=== design 1 ===
Fig. 1: design 1, track usage over the die
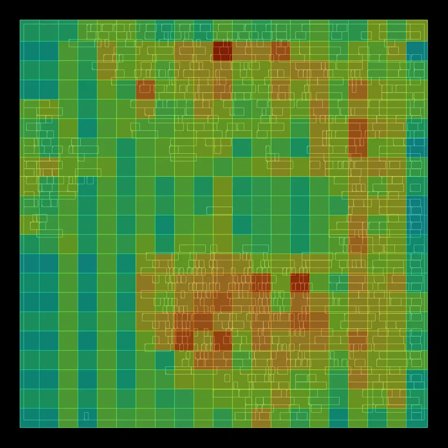

[config.mk]
export PLATFORM = sky130hd
export DESIGN_NAME = dm_access_ctrl
export DESIGN_NICKNAME = d
export VERILOG_FILES = /design/src/rtl/dm_access_ctrl.sv
export SDC_FILE = /design/constraint.sdc
export NUM_CORES = 1
export LEC_CHECK = 0
export ABC_AREA = 1
export ABC_CLOCK_PERIOD_IN_PS = 8250
export CORE_UTILIZATION = 25
export CTS_CLUSTER_DIAMETER = 60
export DETAILED_ROUTE_END_ITERATION = 6
export SETUP_SLACK_MARGIN = 0.15
export SYNTH_ARGS = -nofsm -noshare
export SYNTH_HDL_FRONTEND = slang
export SYNTH_SLANG_ARGS = --single-unit
[constraint.sdc]
create_clock -name clk -period 8.25 [get_ports clk]
set_input_delay 1.65 -clock clk [delete_from_list [all_inputs] [get_ports clk]]
set_output_delay 1.65 -clock clk [all_outputs]
set_load 0.005 [all_outputs]
[src/rtl/dm_access_ctrl.sv]
// rtl/dm_access_ctrl.sv - load/store sequencer driving the word-addressed data memory.
// Optional out-of-range checking is enabled by defining DM_BOUNDS_CHK_EN.
module dm_access_ctrl #(
    parameter int RD_WAIT   = 1,
    parameter int WE_PULSE  = 1,
    parameter int MEM_WORDS = 65533
) (
    input  logic        clk,
    input  logic        rst,
    input  logic        req_valid,
    output logic        req_ready,
    input  logic        req_we,
    input  logic [15:0] req_addr,
    input  logic [31:0] req_wdata,
    output logic        resp_valid,
    output logic [31:0] resp_rdata,
    output logic        resp_err,
    output logic [15:0] dm_read_addr,
    output logic [15:0] dm_write_addr,
    output logic [31:0] dm_write_data,
    output logic        dm_we,
    input  logic [31:0] dm_read_data
);

    localparam logic [2:0] S_IDLE    = 3'd0;
    localparam logic [2:0] S_RD_WAIT = 3'd1;
    localparam logic [2:0] S_WR_HI   = 3'd2;
    localparam logic [2:0] S_WR_LO   = 3'd3;
    localparam logic [2:0] S_RESP    = 3'd4;
`ifdef DM_BOUNDS_CHK_EN
    localparam logic [2:0] S_ERR     = 3'd5;
`endif

    logic [2:0]  state;
    logic [15:0] cnt;
    logic        accept;
    logic        addr_oob;

    assign req_ready = (state == S_IDLE) && !rst;
    assign accept    = req_valid && req_ready;

`ifdef DM_BOUNDS_CHK_EN
    logic err_q;
    assign addr_oob = ({1'b0, req_addr} >= 17'(MEM_WORDS));
    assign resp_err = err_q;
`else
    assign addr_oob = 1'b0;
    assign resp_err = 1'b0;
    // Without the check MEM_WORDS only documents the attached memory size.
    if (MEM_WORDS > 65536) begin : g_mem_words_exceeds_addr_space
    end
`endif

    // No reset here: a reset that cuts a WR_HI pulse must commit the store's own word.
    always_ff @(posedge clk) begin
        if (accept && req_we && !addr_oob) begin
            dm_write_addr <= req_addr;
            dm_write_data <= req_wdata;
        end
    end

    always_ff @(posedge clk or posedge rst) begin
        if (rst) begin
            state        <= S_IDLE;
            cnt          <= 16'd0;
            dm_we        <= 1'b0;
            resp_valid   <= 1'b0;
            resp_rdata   <= 32'd0;
            dm_read_addr <= 16'd0;
`ifdef DM_BOUNDS_CHK_EN
            err_q        <= 1'b0;
`endif
        end else begin
            case (state)
                S_IDLE: begin
                    if (accept) begin
`ifdef DM_BOUNDS_CHK_EN
                        if (addr_oob) begin
                            state <= S_ERR;
                        end else
`endif
                        if (req_we) begin
                            dm_we <= 1'b1;
                            cnt   <= 16'(WE_PULSE - 1);
                            state <= S_WR_HI;
                        end else begin
                            dm_read_addr <= req_addr;
                            cnt          <= 16'(RD_WAIT - 1);
                            state        <= S_RD_WAIT;
                        end
                    end
                end
                S_RD_WAIT: begin
                    if (cnt == 16'd0) begin
                        resp_rdata <= dm_read_data;
                        resp_valid <= 1'b1;
                        state      <= S_RESP;
                    end else begin
                        cnt <= cnt - 16'd1;
                    end
                end
                S_WR_HI: begin
                    if (cnt == 16'd0) begin
                        dm_we <= 1'b0;
                        cnt   <= 16'd1;
                        state <= S_WR_LO;
                    end else begin
                        cnt <= cnt - 16'd1;
                    end
                end
                // Settle covers the falling-edge commit plus one quiet cycle: WE_PULSE+2 total.
                S_WR_LO: begin
                    if (cnt == 16'd0) begin
                        resp_valid <= 1'b1;
                        state      <= S_RESP;
                    end else begin
                        cnt <= cnt - 16'd1;
                    end
                end
                S_RESP: begin
                    resp_valid <= 1'b0;
`ifdef DM_BOUNDS_CHK_EN
                    err_q      <= 1'b0;
`endif
                    state      <= S_IDLE;
                end
`ifdef DM_BOUNDS_CHK_EN
                S_ERR: begin
                    resp_valid <= 1'b1;
                    err_q      <= 1'b1;
                    resp_rdata <= 32'd0;
                    state      <= S_RESP;
                end
`endif
                default: begin
                    dm_we      <= 1'b0;
                    resp_valid <= 1'b0;
                    state      <= S_IDLE;
                end
            endcase
        end
    end

endmodule
=== design 2 ===
## config.mk

```make
export PLATFORM = sky130hd
export DESIGN_NAME = alu_mul_sequencer
export DESIGN_NICKNAME = d
export VERILOG_FILES = /design/src/rtl/alu_seq_pkg.sv /design/src/rtl/alu_mul_sequencer.sv
export SDC_FILE = /design/constraint.sdc
export NUM_CORES = 1
export LEC_CHECK = 0
export CAP_MARGIN = 10
export CORE_MARGIN = 2
export CORE_UTILIZATION = 35
export DETAILED_ROUTE_END_ITERATION = 8
export GPL_TIMING_DRIVEN = 0
export PLACE_DENSITY = 0.61
export SYNTH_ARGS = -nofsm -noshare
export SYNTH_HDL_FRONTEND = slang
export SYNTH_SLANG_ARGS = --single-unit
export TNS_END_PERCENT = 20
```

## constraint.sdc

```tcl
create_clock -name clk -period 4.6 [get_ports clk]
set_input_delay 0.92 -clock clk [delete_from_list [all_inputs] [get_ports clk]]
set_output_delay 0.92 -clock clk [all_outputs]
set_load 0.02 [all_outputs]
```

## src/rtl/alu_seq_pkg.sv

```systemverilog
// Shared types and constants for the shift-add multiply sequencer that drives a Hack-style ALU.
// MUL_SKIP_LEADING_ZERO_EN adds a leading-one detector used to skip leading zero bits of b.
package alu_seq_pkg;

  localparam int unsigned WIDTH_DEFAULT = 16;

  typedef enum logic [1:0] {
    StIdle = 2'd0,
    StDbl  = 2'd1,
    StAdd  = 2'd2,
    StDone = 2'd3
  } state_e;

  // Field order matches the Hack ALU control word, MSB first.
  typedef struct packed {
    logic zx;
    logic nx;
    logic zy;
    logic ny;
    logic f;
    logic no;
  } alu_ctrl_t;

  localparam alu_ctrl_t ALU_CTRL_ADD  = 6'b000010;
  localparam alu_ctrl_t ALU_CTRL_ZERO = 6'b101010;

`ifdef MUL_SKIP_LEADING_ZERO_EN
  // Index of the highest set bit; returns 0 for an all-zero input.
  function automatic logic [3:0] lead_one_idx(input logic [WIDTH_DEFAULT-1:0] v);
    logic [3:0] idx;
    idx = 4'd0;
    for (int i = 0; i < int'(WIDTH_DEFAULT); i++) begin
      if (v[i]) idx = 4'(i);
    end
    return idx;
  endfunction
`endif

endpackage

```

## src/rtl/alu_mul_sequencer.sv

```systemverilog
// Multi-cycle 16-bit multiplier that sequences an external Hack ALU (MSB-first shift-add).
// Define MUL_SKIP_LEADING_ZERO_EN to start at the highest set bit of the multiplier.
module alu_mul_sequencer
  import alu_seq_pkg::*;
#(
  parameter int unsigned WIDTH = WIDTH_DEFAULT,
  parameter int unsigned CNT_W = 4
) (
  input  logic             clk,
  input  logic             reset,
  input  logic             start,
  input  logic [WIDTH-1:0] a,
  input  logic [WIDTH-1:0] b,
  output logic             busy,
  output logic             done,
  output logic [WIDTH-1:0] result,
  output logic             zr_q,
  output logic             ng_q,
  output logic [WIDTH-1:0] alu_x,
  output logic [WIDTH-1:0] alu_y,
  output logic             alu_zx,
  output logic             alu_nx,
  output logic             alu_zy,
  output logic             alu_ny,
  output logic             alu_f,
  output logic             alu_no,
  input  logic [WIDTH-1:0] alu_out,
  input  logic             alu_zr,
  input  logic             alu_ng
);

  localparam logic [CNT_W-1:0] IdxTop = CNT_W'(WIDTH - 1);

  state_e           state_q, state_d;
  logic [WIDTH-1:0] acc_q, acc_d;
  logic [WIDTH-1:0] mcand_q, mcand_d;
  logic [WIDTH-1:0] mplier_q, mplier_d;
  logic [CNT_W-1:0] idx_q, idx_d;
  logic [WIDTH-1:0] result_q, result_d;
  logic             zr_d, ng_d;
  logic             zr_r, ng_r;
  alu_ctrl_t        ctrl;

  always_comb begin
    state_d  = state_q;
    acc_d    = acc_q;
    mcand_d  = mcand_q;
    mplier_d = mplier_q;
    idx_d    = idx_q;
    result_d = result_q;
    zr_d     = zr_r;
    ng_d     = ng_r;
    alu_x    = '0;
    alu_y    = '0;
    ctrl     = ALU_CTRL_ZERO;

    case (state_q)
      StIdle: begin
        if (start) begin
          mcand_d  = a;
          mplier_d = b;
          acc_d    = '0;
          state_d  = StDbl;
`ifdef MUL_SKIP_LEADING_ZERO_EN
          idx_d = CNT_W'(lead_one_idx(b));
          if (b == '0) begin
            state_d  = StDone;
            result_d = '0;
            zr_d     = 1'b1;
            ng_d     = 1'b0;
          end
`else
          idx_d = IdxTop;
`endif
        end
      end

      StDbl: begin
        alu_x = acc_q;
        alu_y = acc_q;
        ctrl  = ALU_CTRL_ADD;
        acc_d = alu_out;
        if (mplier_q[idx_q]) begin
          state_d = StAdd;
        end else if (idx_q == '0) begin
          // Final step: the ALU flags of this sum are the product's flags.
          state_d  = StDone;
          result_d = alu_out;
          zr_d     = alu_zr;
          ng_d     = alu_ng;
        end else begin
          idx_d = idx_q - CNT_W'(1);
        end
      end

      StAdd: begin
        alu_x = acc_q;
        alu_y = mcand_q;
        ctrl  = ALU_CTRL_ADD;
        acc_d = alu_out;
        if (idx_q == '0) begin
          state_d  = StDone;
          result_d = alu_out;
          zr_d     = alu_zr;
          ng_d     = alu_ng;
        end else begin
          idx_d   = idx_q - CNT_W'(1);
          state_d = StDbl;
        end
      end

      StDone: begin
        state_d = StIdle;
      end

      default: begin
        state_d = StIdle;
      end
    endcase
  end

  always_ff @(posedge clk) begin
    if (reset) begin
      state_q  <= StIdle;
      acc_q    <= '0;
      mcand_q  <= '0;
      mplier_q <= '0;
      idx_q    <= IdxTop;
      result_q <= '0;
      zr_r     <= 1'b0;
      ng_r     <= 1'b0;
    end else begin
      state_q  <= state_d;
      acc_q    <= acc_d;
      mcand_q  <= mcand_d;
      mplier_q <= mplier_d;
      idx_q    <= idx_d;
      result_q <= result_d;
      zr_r     <= zr_d;
      ng_r     <= ng_d;
    end
  end

  assign busy   = (state_q == StDbl) || (state_q == StAdd);
  assign done   = (state_q == StDone);
  assign result = result_q;
  assign zr_q   = zr_r;
  assign ng_q   = ng_r;

  assign alu_zx = ctrl.zx;
  assign alu_nx = ctrl.nx;
  assign alu_zy = ctrl.zy;
  assign alu_ny = ctrl.ny;
  assign alu_f  = ctrl.f;
  assign alu_no = ctrl.no;

endmodule

```

=== design 3 ===
===== src/rtl/button_conditioner.sv =====
// Push-button conditioner: two-flop synchronizer, debounce FSM and a single-cycle
// change-light request, with a saturating count of presses rejected during lockout.
module button_conditioner #(
    parameter int DEBOUNCE_CYCLES = 4,
    parameter int CNT_WIDTH       = 20
) (
    input  logic       clk,
    input  logic       reset,
    input  logic       enable,
    input  logic       lockout,
    input  logic       buttonRaw,
    output logic       buttonPulse,
    output logic       buttonLevel,
    output logic [7:0] ignoredCount
);

    typedef enum logic [1:0] {
        IDLE         = 2'd0,
        PRESS_WAIT   = 2'd1,
        HELD         = 2'd2,
        RELEASE_WAIT = 2'd3
    } state_t;

    localparam logic [CNT_WIDTH-1:0] CNT_LAST = CNT_WIDTH'(DEBOUNCE_CYCLES - 1);

    logic                 r_sync1;
    logic                 r_sync2;
    state_t               r_state;
    logic [CNT_WIDTH-1:0] r_cnt;
    logic                 r_pulse;
    logic                 r_level;
    logic [7:0]           r_ignored;

    state_t               w_state_next;
    logic [CNT_WIDTH-1:0] w_cnt_next;
    logic                 w_level_next;
    logic                 w_accept;

    always_ff @(posedge clk or negedge reset) begin
        if (!reset) begin
            r_sync1 <= 1'b0;
            r_sync2 <= 1'b0;
        end else begin
            r_sync1 <= buttonRaw;
            r_sync2 <= r_sync1;
        end
    end

    always_ff @(posedge clk or negedge reset) begin
        if (!reset) begin
            r_state <= IDLE;
            r_cnt   <= '0;
            r_level <= 1'b0;
        end else begin
            r_state <= w_state_next;
            r_cnt   <= w_cnt_next;
            r_level <= w_level_next;
        end
    end

    always_comb begin
        w_state_next = r_state;
        w_cnt_next   = r_cnt;
        w_level_next = r_level;
        w_accept     = 1'b0;
        case (r_state)
            IDLE: begin
                if (r_sync2) begin
                    w_state_next = PRESS_WAIT;
                    w_cnt_next   = '0;
                end
            end
            PRESS_WAIT: begin
                if (!r_sync2) begin
                    w_state_next = IDLE;
                end else if (r_cnt == CNT_LAST) begin
                    w_state_next = HELD;
                    w_level_next = 1'b1;
                    w_accept     = 1'b1;
                end else begin
                    w_cnt_next = r_cnt + 1'b1;
                end
            end
            HELD: begin
                if (!r_sync2) begin
                    w_state_next = RELEASE_WAIT;
                    w_cnt_next   = '0;
                end
            end
            RELEASE_WAIT: begin
                // A high sample here is release bounce: back to HELD without a new request.
                if (r_sync2) begin
                    w_state_next = HELD;
                end else if (r_cnt == CNT_LAST) begin
                    w_state_next = IDLE;
                    w_level_next = 1'b0;
                end else begin
                    w_cnt_next = r_cnt + 1'b1;
                end
            end
            default: begin
                w_state_next = IDLE;
                w_cnt_next   = '0;
                w_level_next = 1'b0;
            end
        endcase
    end

    // enable/lockout matter only on the acceptance edge; a lockout ending later never pulses.
    always_ff @(posedge clk or negedge reset) begin
        if (!reset) begin
            r_pulse   <= 1'b0;
            r_ignored <= 8'd0;
        end else begin
            r_pulse <= w_accept & enable & ~lockout;
            if (w_accept && enable && lockout && (r_ignored != 8'hFF)) begin
                r_ignored <= r_ignored + 8'd1;
            end
        end
    end

    assign buttonPulse  = r_pulse;
    assign buttonLevel  = r_level;
    assign ignoredCount = r_ignored;

endmodule


===== config.mk =====
export PLATFORM = sky130hd
export DESIGN_NAME = button_conditioner
export DESIGN_NICKNAME = d
export VERILOG_FILES = /design/src/rtl/button_conditioner.sv
export SDC_FILE = /design/constraint.sdc
export NUM_CORES = 1
export LEC_CHECK = 0
export CORE_ASPECT_RATIO = 1.2
export CORE_MARGIN = 4
export CORE_UTILIZATION = 61
export DETAILED_ROUTE_END_ITERATION = 16
export GPL_TIMING_DRIVEN = 0
export PLACE_DENSITY_LB_ADDON = 0.2
export SLEW_MARGIN = 5
export SYNTH_ARGS = -nofsm -noshare
export SYNTH_HDL_FRONTEND = slang
export SYNTH_SLANG_ARGS = --single-unit

===== constraint.sdc =====
create_clock -name clk -period 3.6 [get_ports clk]
set_input_delay 0.72 -clock clk [delete_from_list [all_inputs] [get_ports clk]]
set_output_delay 0.72 -clock clk [all_outputs]
set_load 0.01 [all_outputs]

=== design 4 ===
`src/rtl/lsu_pkg.sv`:
```
// lsu_pkg: shared types, size/fault encodings and strobe mask helper for the load/store unit
package lsu_pkg;
  typedef enum logic [1:0] {S_IDLE, S_REQ, S_RESP, S_DONE} lsu_state_t;
  localparam logic [1:0] SZ_B = 2'd0;
  localparam logic [1:0] SZ_H = 2'd1;
  localparam logic [1:0] SZ_W = 2'd2;
  localparam logic [1:0] SZ_D = 2'd3;
  localparam logic [1:0] FLT_NONE = 2'd0;
  localparam logic [1:0] FLT_MISALIGN = 2'd1;
  localparam logic [1:0] FLT_BUSERR = 2'd2;
  function automatic logic [7:0] size_mask(input logic [1:0] size);
    return size == SZ_B ? 8'h01 : size == SZ_H ? 8'h03 : size == SZ_W ? 8'h0F : 8'hFF;
  endfunction
endpackage

```
`src/rtl/lsu_align.sv`:
```
// lsu_align: lane shifting of store data/strobes and right-alignment plus sign/zero extension of load data
module lsu_align
  import lsu_pkg::*;
#(
  parameter int DATA_W = 32,
  localparam int NB = DATA_W / 8,
  localparam int LW = $clog2(NB)
) (
  input  logic [LW-1:0]     lane,
  input  logic [2:0]        op,
  input  logic [DATA_W-1:0] wdata_i,
  input  logic [DATA_W-1:0] rdata_i,
  output logic [DATA_W-1:0] wdata_o,
  output logic [NB-1:0]     wstrb_o,
  output logic [DATA_W-1:0] rdata_o
);
  logic [DATA_W-1:0] shifted, keep, msb;
  logic [6:0] nbits;
  logic sign;
  always_comb begin
    wdata_o = wdata_i << {lane, 3'b000};
    wstrb_o = NB'(size_mask(op[1:0])) << lane;
    shifted = rdata_i >> {lane, 3'b000};
    nbits = 7'd8 << op[1:0];
    // a shift by the full width yields 0, so keep becomes all ones for full-width loads
    keep = ~({DATA_W{1'b1}} << nbits);
    msb = {{(DATA_W-1){1'b0}}, 1'b1} << (nbits - 7'd1);
    sign = |(shifted & msb);
    rdata_o = (shifted & keep) | ((sign & ~op[2]) ? ~keep : '0);
  end
endmodule

```
`src/rtl/lsu_bus.sv`:
```
// lsu_bus: load/store unit bridging EXU and WBU over a variable-latency request/response memory port
module lsu_bus
  import lsu_pkg::*;
#(
  parameter int ADDR_W = 32,
  parameter int DATA_W = 32,
  parameter int PASS_W = 40
) (
  input  logic                clk,
  input  logic                rst,
  input  logic                in_valid,
  output logic                in_ready,
  input  logic [ADDR_W-1:0]   in_addr,
  input  logic                in_ren,
  input  logic                in_wen,
  input  logic [2:0]          in_op,
  input  logic [DATA_W-1:0]   in_wdata,
  input  logic [PASS_W-1:0]   in_pass,
  output logic                out_valid,
  input  logic                out_ready,
  output logic [ADDR_W-1:0]   out_addr,
  output logic [DATA_W-1:0]   out_rdata,
  output logic [1:0]          out_fault,
  output logic [PASS_W-1:0]   out_pass,
  output logic                mem_req_valid,
  input  logic                mem_req_ready,
  output logic [ADDR_W-1:0]   mem_req_addr,
  output logic                mem_req_wen,
  output logic [DATA_W-1:0]   mem_req_wdata,
  output logic [DATA_W/8-1:0] mem_req_wstrb,
  input  logic                mem_resp_valid,
  input  logic [DATA_W-1:0]   mem_resp_rdata,
  input  logic                mem_resp_err
);
  localparam int NB = DATA_W / 8;
  localparam int LW = $clog2(NB);
  lsu_state_t state_q, state_d;
  logic [ADDR_W-1:0] addr_q, addr_d;
  logic wen_q, wen_d;
  logic [2:0] op_q, op_d;
  logic [DATA_W-1:0] wdata_q, wdata_d, rdata_q, rdata_d, rdata_ext;
  logic [PASS_W-1:0] pass_q, pass_d;
  logic [1:0] fault_q, fault_d;
  logic [NB-1:0] wstrb_raw;
  logic accept, is_mem, misalign;
  lsu_align #(.DATA_W(DATA_W)) u_align (
    .lane    (addr_q[LW-1:0]),
    .op      (op_q),
    .wdata_i (wdata_q),
    .rdata_i (mem_resp_rdata),
    .wdata_o (mem_req_wdata),
    .wstrb_o (wstrb_raw),
    .rdata_o (rdata_ext)
  );
  assign in_ready = (state_q == S_IDLE) | ((state_q == S_DONE) & out_ready);
  assign out_valid = state_q == S_DONE;
  assign out_addr = addr_q;
  assign out_rdata = rdata_q;
  assign out_fault = fault_q;
  assign out_pass = pass_q;
  assign mem_req_valid = state_q == S_REQ;
  assign mem_req_addr = addr_q;
  assign mem_req_wen = wen_q;
  assign mem_req_wstrb = wen_q ? wstrb_raw : '0;
  always_comb begin
    accept = in_valid & in_ready;
    is_mem = in_ren | in_wen;
    // doubleword accesses cannot be served by a 32-bit port, so they are treated as misaligned
    misalign = (in_op[1:0] == SZ_H && in_addr[0]) ||
               (in_op[1:0] == SZ_W && in_addr[1:0] != 2'b00) ||
               (in_op[1:0] == SZ_D && (DATA_W == 32 || in_addr[2:0] != 3'b000));
    state_d = state_q;
    addr_d = addr_q;
    wen_d = wen_q;
    op_d = op_q;
    wdata_d = wdata_q;
    pass_d = pass_q;
    rdata_d = rdata_q;
    fault_d = fault_q;
    if (accept) begin
      addr_d = in_addr;
      wen_d = in_wen;
      op_d = in_op;
      wdata_d = in_wdata;
      pass_d = in_pass;
      rdata_d = '0;
      fault_d = (is_mem & misalign) ? FLT_MISALIGN : FLT_NONE;
      state_d = (is_mem & ~misalign) ? S_REQ : S_DONE;
    end else if (state_q == S_REQ && mem_req_ready) begin
      state_d = S_RESP;
    end else if (state_q == S_RESP && mem_resp_valid) begin
      state_d = S_DONE;
      fault_d = mem_resp_err ? FLT_BUSERR : FLT_NONE;
      rdata_d = (mem_resp_err | wen_q) ? '0 : rdata_ext;
    end else if (state_q == S_DONE && out_ready) begin
      state_d = S_IDLE;
    end
  end
  always_ff @(posedge clk) begin
    if (!rst) begin
      state_q <= S_IDLE;
      addr_q <= '0;
      wen_q <= 1'b0;
      op_q <= '0;
      wdata_q <= '0;
      pass_q <= '0;
      rdata_q <= '0;
      fault_q <= FLT_NONE;
    end else begin
      state_q <= state_d;
      addr_q <= addr_d;
      wen_q <= wen_d;
      op_q <= op_d;
      wdata_q <= wdata_d;
      pass_q <= pass_d;
      rdata_q <= rdata_d;
      fault_q <= fault_d;
    end
  end
endmodule

```
`config.mk`:
```
export PLATFORM = sky130hd
export DESIGN_NAME = lsu_bus
export DESIGN_NICKNAME = d
export VERILOG_FILES = /design/src/rtl/lsu_pkg.sv /design/src/rtl/lsu_align.sv /design/src/rtl/lsu_bus.sv
export SDC_FILE = /design/constraint.sdc
export NUM_CORES = 1
export LEC_CHECK = 0
export CAP_MARGIN = 20
export CELL_PAD_IN_SITES_DETAIL_PLACEMENT = 2
export CELL_PAD_IN_SITES_GLOBAL_PLACEMENT = 2
export CORE_MARGIN = 3
export CORE_UTILIZATION = 24
export CTS_CLUSTER_SIZE = 12
export DETAILED_ROUTE_END_ITERATION = 10
export GPL_TIMING_DRIVEN = 0
export HOLD_SLACK_MARGIN = 0.05
export PLACE_DENSITY = 0.95
export SLEW_MARGIN = 20
export SYNTH_ARGS = -nofsm -noshare
export SYNTH_HDL_FRONTEND = slang
export SYNTH_SLANG_ARGS = --single-unit
```
`constraint.sdc`:
```
create_clock -name clk -period 4.1 [get_ports clk]
set_clock_uncertainty 0.1 [all_clocks]
set_input_delay 0.82 -clock clk [delete_from_list [all_inputs] [get_ports clk]]
set_output_delay 0.82 -clock clk [all_outputs]
set_load 0.02 [all_outputs]
```
Fig. 2: design 4, I/O pins on the die edge
Pins as bars across the die edge, other pins in gray.
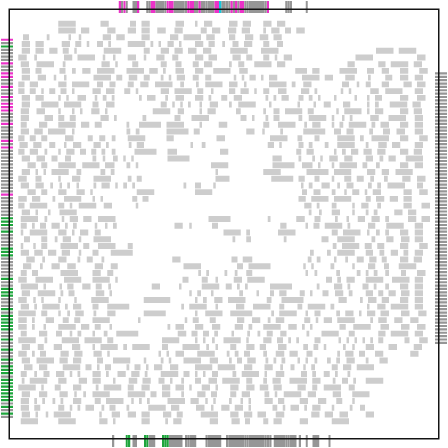
[cyan] mem_resp_err | pins: 1 | direction: input | edge: top
[magenta] in_addr | pins: 32 | direction: input | edge: 19 top, 13 left
[green] in_pass | pins: 40 | direction: input | edge: 33 left, 7 bottom
all pins by edge: 113 left, 81 right, 67 bottom, 65 top

==> impl_metrics.env, design 4 <==
# source this file to load flow results
export IMPL_dominant_power_group="registers"
export IMPL_fillcell_total=3035
export IMPL_power_combinational_total_w=0.00133
export IMPL_drt_iter0_drc=345
export IMPL_flop_area_sq_um=2883
export IMPL_clock_buffers=17
export IMPL_synth_xor_xnor_area_share_pct=0
export IMPL_synth_cell_type_count=42
export IMPL_fmax_mhz=254.3
export IMPL_reg2reg_to="out_rdata[8]"
export IMPL_setup_viol=0
export IMPL_postCtsSetupRepairBufs=0
export IMPL_num_nonclk_inverters=2
export IMPL_post_synth_and_or_nand_nor_area_fraction_pct=20.36
export IMPL_timing_critical_path_slowest_cell_delay_ns=0.65
export IMPL_outcome="complete, no violations"
export IMPL_post_synth_ao_oa_area_fraction_pct=23.19
export IMPL_p_clk_share_pct=35.0
export IMPL_post_synth_main_logic_family="AND-OR/OR-AND gates"
export IMPL_grt_util_met2_pct=40.49
export IMPL_final_cell_mix="clkdlybuf4s50_1 (325), nand2_1 (254), dfxtp_1 (144), a21boi_0 (109), buf_4 (34)"
export IMPL_met3_usage_pct=6.566
export IMPL_instance_count_of_the_mapped_netlist=816
export IMPL_combPwrFrac_pct=29.4
export IMPL_postRouteWirelength_um=33320
export IMPL_post_route_cells_drive_above_1_share_pct=8.525
export IMPL_maxCapViolations=0
export IMPL_cp_top_family="buffers and inverters"
export IMPL_instances_no_fill=1545
export IMPL_power_sequential_w=0.00160
export IMPL_first_global_vias=8274
export IMPL_vias_per_cell=4.731
export IMPL_well_tap_count=372
export IMPL_die_y_um=172.8
-- design 4: flip-flops by register name, summed over array words and instances, names as in the netlist --
| name | flops |
|---|---|
| op_q | 3 |
| mem_req_wen | 1 |
| out_pass | 40 |
| out_rdata | 32 |
| state_q | 2 |
| wdata_q | 32 |
| out_fault | 2 |
| mem_req_addr | 32 |
-- design 4: worst reg2reg max path: cells and delay by family, from the launching register on --
kind	cells	cell delay, ns
AND-OR/OR-AND	2	1.00
AND/OR/NAND/NOR	3	0.77
buffers and inverters	2	0.41
adder cells (fa/ha/maj)	1	0.36
flip-flops	1	0.31
-- design 4: worst max path at each step --
| stage | to | start |
|---|---|---|
| floorplan | mem_req_wstrb[3] | mem_req_addr[1] |
| CTS | mem_req_wstrb[3] | mem_req_addr[1] |
| detailed placement | mem_req_wstrb[2] | mem_req_addr[0] |
| global route | mem_req_wstrb[3] | mem_req_addr[1] |
| global placement | mem_req_wdata[25] | mem_req_addr[0] |
| finish | mem_req_wdata[30] | mem_req_addr[0] |
-- design 4: repair_timing --
| action | CTS | global route |
|---|---|---|
| setup endpoints to repair | 2 | 14 |
| resized | 2 | 3 |
| gates cloned | 0 | 0 |
| hold buffers | 0 | 0 |
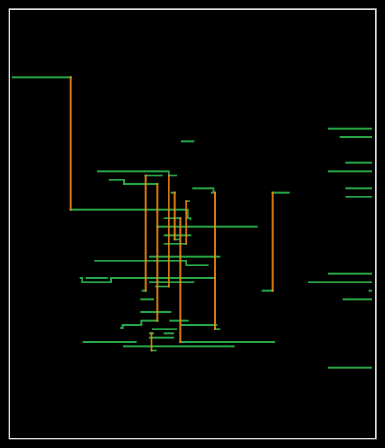
Fig. 3. Signal wires by layer (design 3).
Two of the layers only.
[orange] met4 | wire length: 153 um
[green] met3 | wire length: 286 um

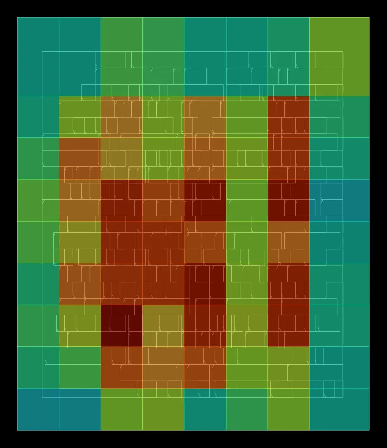
Fig. 4. Track usage over the die (design 3).
final design utilization: 73.28%
M3 GR Usage: 4.717%
routed length per placed instance: 16.20 um

==> impl_metrics.env, design 3 <==
# source this file to load flow results
export IMPL_synth_xor_xnor_area_share_pct=4.280
export IMPL_r2r_setup_slack_ns=1.21
export IMPL_cp_top_family="AND-OR/OR-AND gates"
export IMPL_cell_type_of_the_slowest_stage_on_the_worst_timing_path="o21ai_1"
export IMPL_drt_met1_wl_um=1688
export IMPL_setup_viol=0
export IMPL_chip_area_estimate_from_yosys_synthesis_sq_um=1842
export IMPL_timing_final_crit_share_pct=66.50
export IMPL_postRouteWirelength_um=4179
export IMPL_first_pass_grt_wire_length_um=7203
export IMPL_synth_cell_type_count=40
export IMPL_syn2layout_area_growth_pct=12.91
export IMPL_worstSetupEndpoint="r_cnt[1]"
export IMPL_power_leakage_nw=0.8779
export IMPL_largest_register="r_cnt"
export IMPL_seqAreaFraction_pct=40.91
export IMPL_num_nonclk_inverters=5
export IMPL_cts_made_buffers=5
export IMPL_switching_part_of_the_total_power_pct=39.09
export IMPL_finalHoldViolCount=0
export IMPL_max_slew_margin_pct=35.12
export IMPL_area_dominant_class="combinational gates"
export IMPL_power_clock_w=0.000218
export IMPL_postCtsSetupRepairBufs=0
export IMPL_rsz0062_at_grt="false"
export IMPL_outcome="complete, no violations"
export IMPL_start_kind="register"
export IMPL_preCtsSetupSlack_ns=1.136
export IMPL_seq_cell_count=34
[design 3: cell usage after synthesis (2+ instances only)]
| cell type | number | area share [%] |
|---|---|---|
| dfrtp_1 | 34 | 46 |
| and4_1 | 2 | 0.95 |
| xnor2_1 | 7 | 3.3 |
| nand3_1 | 18 | 4.9 |
| nor3_1 | 7 | 1.9 |
| ha_1 | 2 | 1.4 |
| nor4_1 | 10 | 3.4 |
| o21ai_0 | 11 | 3.0 |
| or4_1 | 3 | 1.2 |
| xor2_1 | 2 | 0.95 |
| nand2_1 | 29 | 5.9 |
| and3_1 | 3 | 1.0 |
| and2_1 | 4 | 1.4 |
| inv_1 | 5 | 1.0 |
| o41ai_1 | 4 | 1.9 |
| or2b_1 | 2 | 0.81 |
| mux2i_1 | 3 | 1.6 |
| a31oi_1 | 5 | 1.7 |
| nand4_1 | 7 | 2.4 |
| clkbuf_1 | 8 | 1.6 |
| a21oi_1 | 5 | 1.4 |
| o22ai_1 | 2 | 0.68 |
| nor2_1 | 12 | 2.4 |
[design 3: worst register-to-register path: cells and delay by family, from the launching register on]
kind,cells,cell delay (ns)
buf+inv,1,0.42
compound gates,2,0.72
simple gates,1,0.44
flops,1,0.42
fa+ha+maj,1,0.26
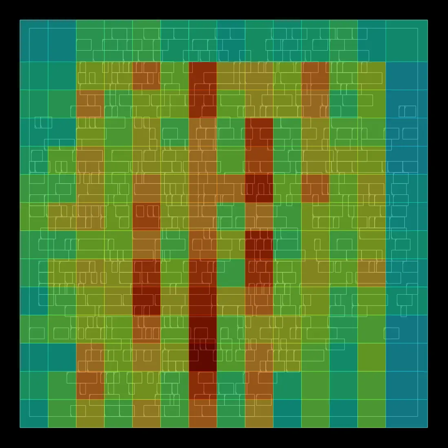
Fig. 5. Track usage over the die (design 2).
all-layer global routing usage: 17.95%
met1 routing resource usage after global routing: 24.40%
most utilized layer in the global route result: met2
met2 capacity usage during global routing: 28.69%
routed length per placed instance: 14.24 um

==> impl_metrics.env, design 2 <==
# source this file to load flow results
export IMPL_outcome="complete, no violations"
export IMPL_reg2regPathDepth=8
export IMPL_cts_tree="yes"
export IMPL_postRouteWirelength_um=8783
export IMPL_powerDensity_nw_per_um2=442.8
export IMPL_n_all_buffers=140
export IMPL_instances_no_fill=617
export IMPL_finalCriticalPeriod_ns=3.944
export IMPL_placement_rows=35
export IMPL_maxCapViolations=0
export IMPL_power_sequential_w=0.000782
export IMPL_synth_yosys_warnings=0
export IMPL_switching_part_of_the_total_power_pct=38.95
export IMPL_synthTopCellsByCount="nand2_1 (105), dfxtp_1 (72), a21oi_1 (36)"
export IMPL_fp_util_pct=35.54
export IMPL_synthArstFlopShare_pct=0
export IMPL_rsz0062_at_grt="false"
export IMPL_worst_ep_arrival_time_ns=3.02
export IMPL_place_congestion=0.8734
export IMPL_critical_path_cell_chain="inv_1 -> ha_1 -> inv_1 -> nor2_1 -> clkbuf_1 -> a22o_1 -> clkdlybuf4s50_1"
export IMPL_timing_critical_path_slowest_cell_delay_ns=0.61
export IMPL_clock_buffers=9
export IMPL_master_cell_of_the_clock_root_buffer="clkbuf_8"
export IMPL_max_slew_margin_pct=64.87
export IMPL_fin_area_sq_um=4608
export IMPL_nonclk_buf_share_pct=26.53
export IMPL_finClkSkew_ns=0.007942
export IMPL_die_boundary_width_um=99.95
export IMPL_seqAreaFraction_pct=31.28
## design 2: cells by family (layout without fill, tap and decap cells)
group / count (synthesis) / count (layout) / synth area share, %
and+or+nand+nor: 155 / 155 / 20.08
adders and majority gates: 5 / 5 / 1.942
AOI/OAI and AO/OA: 80 / 80 / 16.74
other: 2 / 4 / 0.2331
DFF: 72 / 72 / 44.74
buffers and inverters: 43 / 164 / 6.252
muxes: 26 / 26 / 10.02
## design 2: placed cells by master (no fill, tap or decap), types with 2 or more instances in the layout
cell type,instances
clkbuf_1,24
nand2b_1,2
inv_6,3
buf_2,2
clkbuf_8,9
mux4_2,5
ha_1,5
buf_6,2
dfxtp_1,72
clkinvlp_4,3
nor2_1,23
mux2i_1,21
a221o_1,2
o21ai_1,3
clkdlybuf4s50_1,105
and3_1,2
a22o_1,16
a22oi_1,16
or3_1,2
a21oi_1,36
inv_1,8
conb_1,4
nand2_1,105
and2_1,19
buf_4,6
## design 2: worst paths after layout
kind	from	end	slack, ns
min reg2reg	mplier_q[13]	mplier_q[13]	0.45
max	state_q[0]	alu_y[2]	0.66
min	mplier_q[13]	mplier_q[13]	0.45
max reg2reg	idx_q[2]	result[8]	2.34
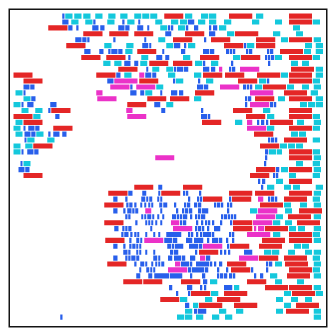
Fig. 6. Placed cells, one color a class (design 1).
[magenta] clock drivers and dummy loads | cells: 32 | share of their area: 8.1%
[red] flip-flops | cells: 117 | share of their area: 42%
[blue] all other logic | cells: 351 | share of their area: 25%
[cyan] other buffers and delay cells | cells: 185 | share of their area: 25%

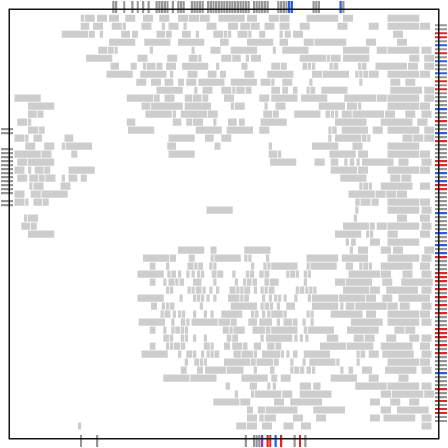
Fig. 7. I/O pins on the die edge (design 1).
Pins as bars across the die edge, other pins in gray.
[blue] req_addr | pins: 16 | direction: input | edge: 12 right, 3 top, 1 bottom
[red] req_wdata | pins: 32 | direction: input | edge: 28 right, 4 bottom
[purple] dm_we | pins: 1 | direction: output | edge: bottom
all pins by edge: 100 right, 54 top, 16 left, 14 bottom
vertical die dimension: 145.6 um
Buffers on Ports: 182
die boundary width: 145.6 um

Notes on Fig. 1 above:
most utilized layer in the global route result: met2
routed length per placed instance: 12.37 um
all-layer global routing usage: 11.85%
met2 capacity usage during global routing: 18.53%
M3 GR Usage: 3.197%

==> impl_metrics.env, design 1 <==
# source this file to load flow results
export IMPL_outcome="complete, no violations"
export IMPL_comb_area_sq_um=1607
export IMPL_comb_share_pct=20.56
export IMPL_master_cell_of_the_clock_root_buffer="clkbuf_16"
export IMPL_top_cell="nand2_1"
export IMPL_power_sequential_w=0.000610
export IMPL_detail_route_antenna_nets=0
export IMPL_final_common_cell="clkdlybuf4s50_1"
export IMPL_hold_buffers=0
export IMPL_path_buffers=2
export IMPL_drt_met1_wl_um=5513
export IMPL_enable_flop_cells=48
export IMPL_postCtsSetupRepairBufs=0
export IMPL_yosysCellCount=483
export IMPL_cts_path_max_buffers=2
export IMPL_yosys_most_used_dff="dfrtp_1"
export IMPL_critical_path_peak_fanout=2
export IMPL_first_global_vias=3764
export IMPL_antennaDiodeCount=0
export IMPL_syn2layout_area_growth_pct=51.57
export IMPL_pin_count=184
-- design 1: logic make-up after synthesis --
| family | count (synthesis) | share of synthesized area (%) |
|---|---|---|
| other | 1 | 0.07273 |
| xor gates and xnor gates | 3 | 0.5097 |
| adders and majority gates | 2 | 0.4852 |
| and+or+nand+nor | 218 | 21.31 |
| buffers and inverters | 81 | 7.547 |
| AOI/OAI and AO/OA | 61 | 8.639 |
| DFF | 117 | 61.44 |
-- design 1: final timing paths --
path / start / to / slack, ns / cells after the start
min in group asynchronous: rst / dm_we / 1.90 / 3
hold / removal: dm_read_addr[4] / dm_read_addr[4] / 0.48 / 2
setup / recovery: rst / req_ready / 3.83 / 3
setup reg to reg: cnt[0] / resp_rdata[28] / 5.78 / 9
max in group asynchronous: rst / cnt[7] / 5.68 / 3
hold reg to reg: dm_read_addr[4] / dm_read_addr[4] / 0.48 / 2
-- design 1: state kept, by name, summed over array words and instances, names as in the netlist --
signal and cells:
state 3, dm_write_data 32, dm_write_addr 16, cnt 16, dm_we 1, dm_read_addr 16, resp_valid 1, resp_rdata 32
-- design 1: metal layers --
metal,vias to the layer above,GRT usage (%)
met5,-,0
met4,0,5.316
met3,18,3.197
met2,152,18.53
met1,1762,15.33
li1,1928,-

## Gallery

Routed clock nets over the placement.
shot_01.png
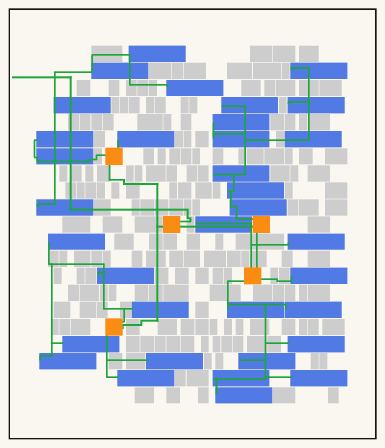
shot_02.png
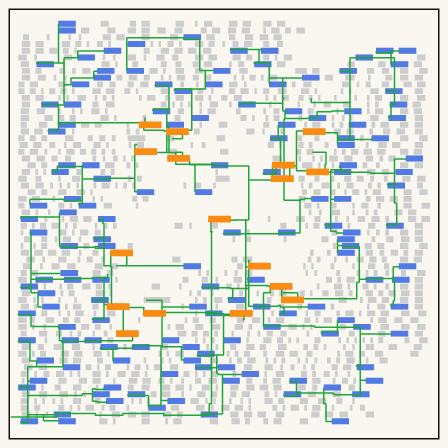
shot_03.png
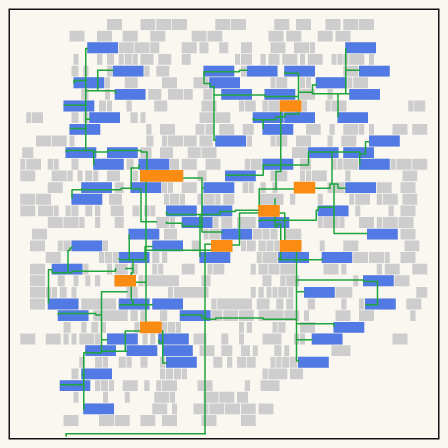
shot_04.png
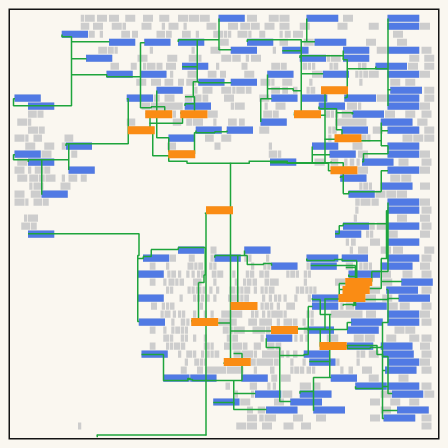
The one with the most sequential cells is shot_02.png.
The one with the fewest sequential cells is shot_01.png.
shot_04.png comes from design 1.
shot_01.png comes from design 3.
shot_03.png comes from design 2.
shot_02.png comes from design 4.


=== design 5 ===
Fig. 8: design 5, signal wires by layer
Two of the layers only.
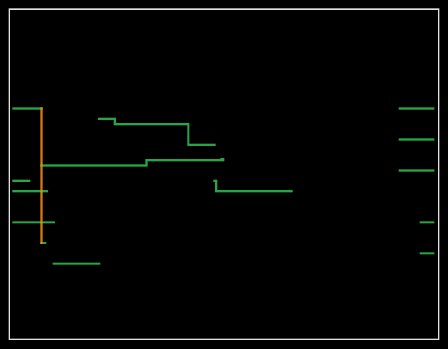
Fig. 9: design 5, placed cells, one color a class
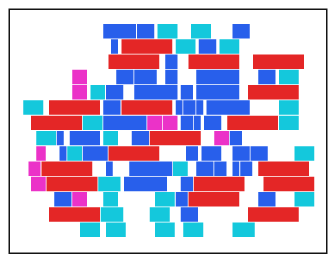
Fig. 10: design 5, routed clock nets over the placement
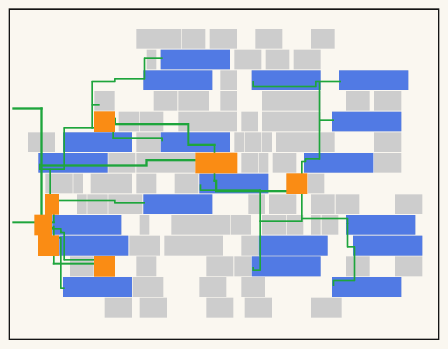
==> src/rtl/gated_clock_buffer_pkg.sv <==
// Shared constants and polarity helper for the glitch-free clock gate.
`timescale 1ns/100ps
package gated_clock_buffer_pkg;

  localparam int unsigned MAX_SYNC_STAGES = 4;

  // Conditional inversion used for both the enable and the clock path.
  function automatic logic apply_polarity(input logic i_v, input bit i_inv);
    return i_v ^ logic'(i_inv);
  endfunction

endpackage

==> src/rtl/gated_clock_buffer_sync_chain.sv <==
// Parameterised N-stage synchronizer with an asynchronous reset value.
// With zero stages the input passes straight through.
`timescale 1ns/100ps
module gated_clock_buffer_sync_chain #(
  parameter int unsigned STAGES    = 2,
  parameter bit          RESET_VAL = 1'b0
) (
  input  logic i_clk,
  input  logic i_rst,
  input  logic i_d,
  output logic o_q
);

  generate
    if (STAGES == 0) begin : g_bypass
      assign o_q = i_d;
    end else begin : g_chain
      logic [STAGES-1:0] r_stage;

      always_ff @(posedge i_clk or posedge i_rst) begin
        if (i_rst) begin
          r_stage <= {STAGES{RESET_VAL}};
        end else begin
          r_stage[0] <= i_d;
          for (int unsigned k = 1; k < STAGES; k++) begin
            r_stage[k] <= r_stage[k-1];
          end
        end
      end

      assign o_q = r_stage[STAGES-1];
    end
  endgenerate

endmodule

==> src/rtl/gated_clock_buffer.sv <==
// Glitch-free clock gate: the gate register only changes while the effective
// clock is low, so O carries either full high phases or nothing.
`timescale 1ns/100ps
module gated_clock_buffer
  import gated_clock_buffer_pkg::*;
#(
  parameter int unsigned SYNC_STAGES    = 2,
  parameter bit          IS_CE_INVERTED = 1'b0,
  parameter bit          IS_I_INVERTED  = 1'b0,
  parameter bit          RESET_ENABLE   = 1'b0,
  parameter int unsigned CNT_WIDTH      = 16
) (
  input  logic                 InputCLK,
  input  logic                 Reset,
  input  logic                 CE,
  output logic                 O,
  output logic                 GateOn,
  output logic [CNT_WIDTH-1:0] PulseCount
);

  generate
    if (SYNC_STAGES > MAX_SYNC_STAGES) begin : g_bad_stages
      $error("SYNC_STAGES out of range");
    end
  endgenerate

  logic                 w_ce_eff;
  logic                 w_clk_eff;
  logic                 w_ce_sync;
  logic                 r_gate;
  logic [CNT_WIDTH-1:0] r_count;

  assign w_ce_eff  = apply_polarity(CE, IS_CE_INVERTED);
  assign w_clk_eff = apply_polarity(InputCLK, IS_I_INVERTED);

  // Enable is resynchronised on the raw input clock's rising edge.
  gated_clock_buffer_sync_chain #(
    .STAGES    (SYNC_STAGES),
    .RESET_VAL (RESET_ENABLE)
  ) u_sync (
    .i_clk (InputCLK),
    .i_rst (Reset),
    .i_d   (w_ce_eff),
    .o_q   (w_ce_sync)
  );

  // Gate updates only in the low phase of the effective clock.
  always_ff @(negedge w_clk_eff or posedge Reset) begin
    if (Reset) begin
      r_gate <= RESET_ENABLE;
    end else begin
      r_gate <= w_ce_sync;
    end
  end

  always_ff @(posedge w_clk_eff or posedge Reset) begin
    if (Reset) begin
      r_count <= '0;
    end else if (r_gate) begin
      r_count <= r_count + CNT_WIDTH'(1);
    end
  end

  assign O          = w_clk_eff & r_gate;
  assign GateOn     = r_gate;
  assign PulseCount = r_count;

endmodule

==> config.mk <==
export PLATFORM = sky130hd
export DESIGN_NAME = gated_clock_buffer
export DESIGN_NICKNAME = d
export VERILOG_FILES = /design/src/rtl/gated_clock_buffer_pkg.sv /design/src/rtl/gated_clock_buffer_sync_chain.sv /design/src/rtl/gated_clock_buffer.sv
export SDC_FILE = /design/constraint.sdc
export NUM_CORES = 1
export LEC_CHECK = 0
export CORE_ASPECT_RATIO = 0.75
export CORE_MARGIN = 2
export CORE_UTILIZATION = 40
export CTS_BUF_LIST = sky130_fd_sc_hd__clkbuf_4 sky130_fd_sc_hd__clkbuf_8
export DETAILED_ROUTE_END_ITERATION = 10
export MAX_ROUTING_LAYER = met4
export PLACE_DENSITY = 0.73
export SYNTH_ARGS = -nofsm -noshare
export SYNTH_HDL_FRONTEND = slang
export SYNTH_HIERARCHICAL = 1
export SYNTH_SLANG_ARGS = --single-unit
==> constraint.sdc <==
create_clock -name InputCLK -period 2.15 [get_ports InputCLK]
set_input_delay 0.3225 -clock InputCLK [delete_from_list [all_inputs] [get_ports InputCLK]]
set_output_delay 0.3225 -clock InputCLK [all_outputs]
set_load 0.005 [all_outputs]
==> impl_metrics.env <==
# source this file to load flow results
export IMPL_outcome="finished, violations left"
export IMPL_failed_checks="negative setup slack"
export IMPL_number_of_drc_violations_after_detailed_routing=0
export IMPL_setup_viol=16
export IMPL_nonclk_buf_share_pct=19.88
export IMPL_antennaDiodeCount=0
export IMPL_path_buffers=2
export IMPL_synth_area_leader_cell="dfrtp_1"
export IMPL_muxShareOfSynthArea_pct=1.372
export IMPL_postRouteWirelength_um=1732
export IMPL_fillcell_total=167
export IMPL_comb_share_pct=35.01
export IMPL_synth_xor_xnor_area_share_pct=16.01
export IMPL_hold_buffers=0
export IMPL_final_hold_worst_slack_ns=0.08113
export IMPL_hold_class="input pin to asynchronous set/reset pin"
export IMPL_core_region_area_sq_um=1979
export IMPL_instances_no_fill=124
export IMPL_grtUsageTotal_pct=16.48
export IMPL_dominant_power_group="registers"
export IMPL_die_y_um=43.23
export IMPL_chip_area_sq_um=2434
export IMPL_vias_per_cell=5.226
export IMPL_synth_net_count=71
export IMPL_seq_power_share_pct=48.1
export IMPL_synth_cell_area_sq_um=820.8
export IMPL_setup_ws_ns=-0.4077
export IMPL_cts_resized=15
export IMPL_synthArstFlopShare_pct=100.0
export IMPL_critical_path_required_ns=1.83
export IMPL_worstSetupPathType="register to output pin"
export IMPL_grt_max_degree=17
export IMPL_timing_critical_path_slowest_cell_delay_ns=0.43
## Picture notes: Fig. 8
[green] met3 | wire length: 93.0 um
[orange] met4 | wire length: 17.7 um

## Picture notes: Fig. 9
[red] flip-flops | cells: 19 | share of their area: 39%
[cyan] other buffers and delay cells | cells: 26 | share of their area: 20%
[blue] all other logic | cells: 46 | share of their area: 36%
[magenta] clock drivers and dummy loads | cells: 9 | share of their area: 5.2%
final design utilization: 63.91%
design area: 1265 sq um
Rows: 14
sequential cell area share: 37.59%

## Picture notes: Fig. 10
[blue] flip-flops | count: 19
[green] clock wires | length: 272 um
[orange] cells driving clock nets | count: 8
routed clock nets: 9
power share of the clock group: 25.2%
final clock skew: 0.009726 ns
power dissipated in the clock network: 0.000286 W

metal layers:
metal	track usage, %	up-vias	share of wire [%]
met3	7.622	3	5.4
met5	-	-	0
met2	24.47	16	49
li1	-	304	-
met1	18.53	325	45
met4	9.048	0	0.98
cells in the mapped netlist (2+ instances only):
| library cell | count |
|---|---|
| xnor2_1 | 4 |
| dfrtp_1 | 18 |
| nor4_1 | 4 |
| nor2_1 | 3 |
| nor3_1 | 2 |
| xor2_1 | 11 |
| inv_1 | 2 |
| nand4_1 | 8 |
| nand2_1 | 6 |
worst paths after layout:
kind                                             end  cells past startpoint  slack (ns)                      start
setup / recovery                                   O                      3       -0.41                     GateOn
hold / removal             u_sync/g_chain.r_stage[0]                      2        0.08                      Reset
setup reg to reg                      PulseCount[11]                      5       -0.24                     GateOn
hold reg to reg            u_sync/g_chain.r_stage[1]                      0        0.36  u_sync/g_chain.r_stage[0]
max in group asynchronous                     GateOn                      2        0.99                      Reset
min in group InputCLK      u_sync/g_chain.r_stage[0]                      1        0.35                         CE
state kept, by name, summed over array words and instances, names as in the netlist:
signal and count:
PulseCount 16, u_sync/g_chain.r_stage 2, GateOn 1


==> gallery <==
Signal wires by layer.
Two of the layers only.
(a)
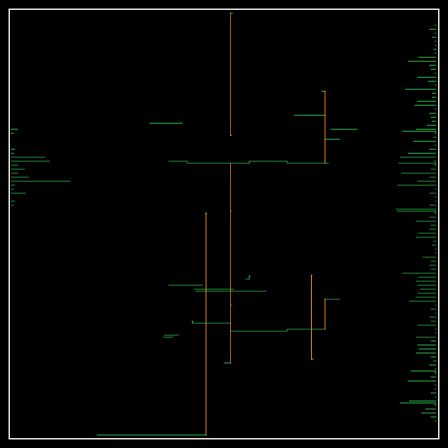
(b)
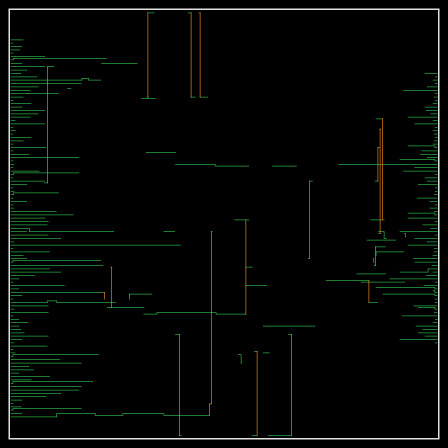
(c)
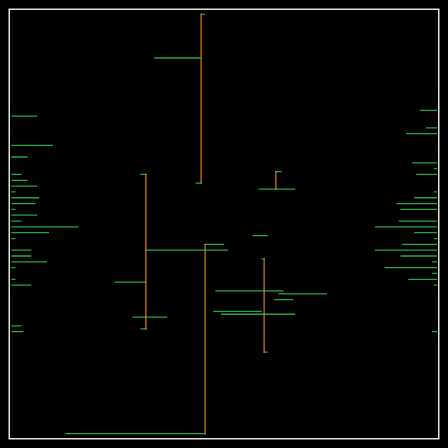
The one with the least wire is (c).
The one with the most wire is (b).
(c) is design 2.
(b) is design 4.
(a) is design 1.

No activity file was given, so power comes from the tool's default toggle rates.
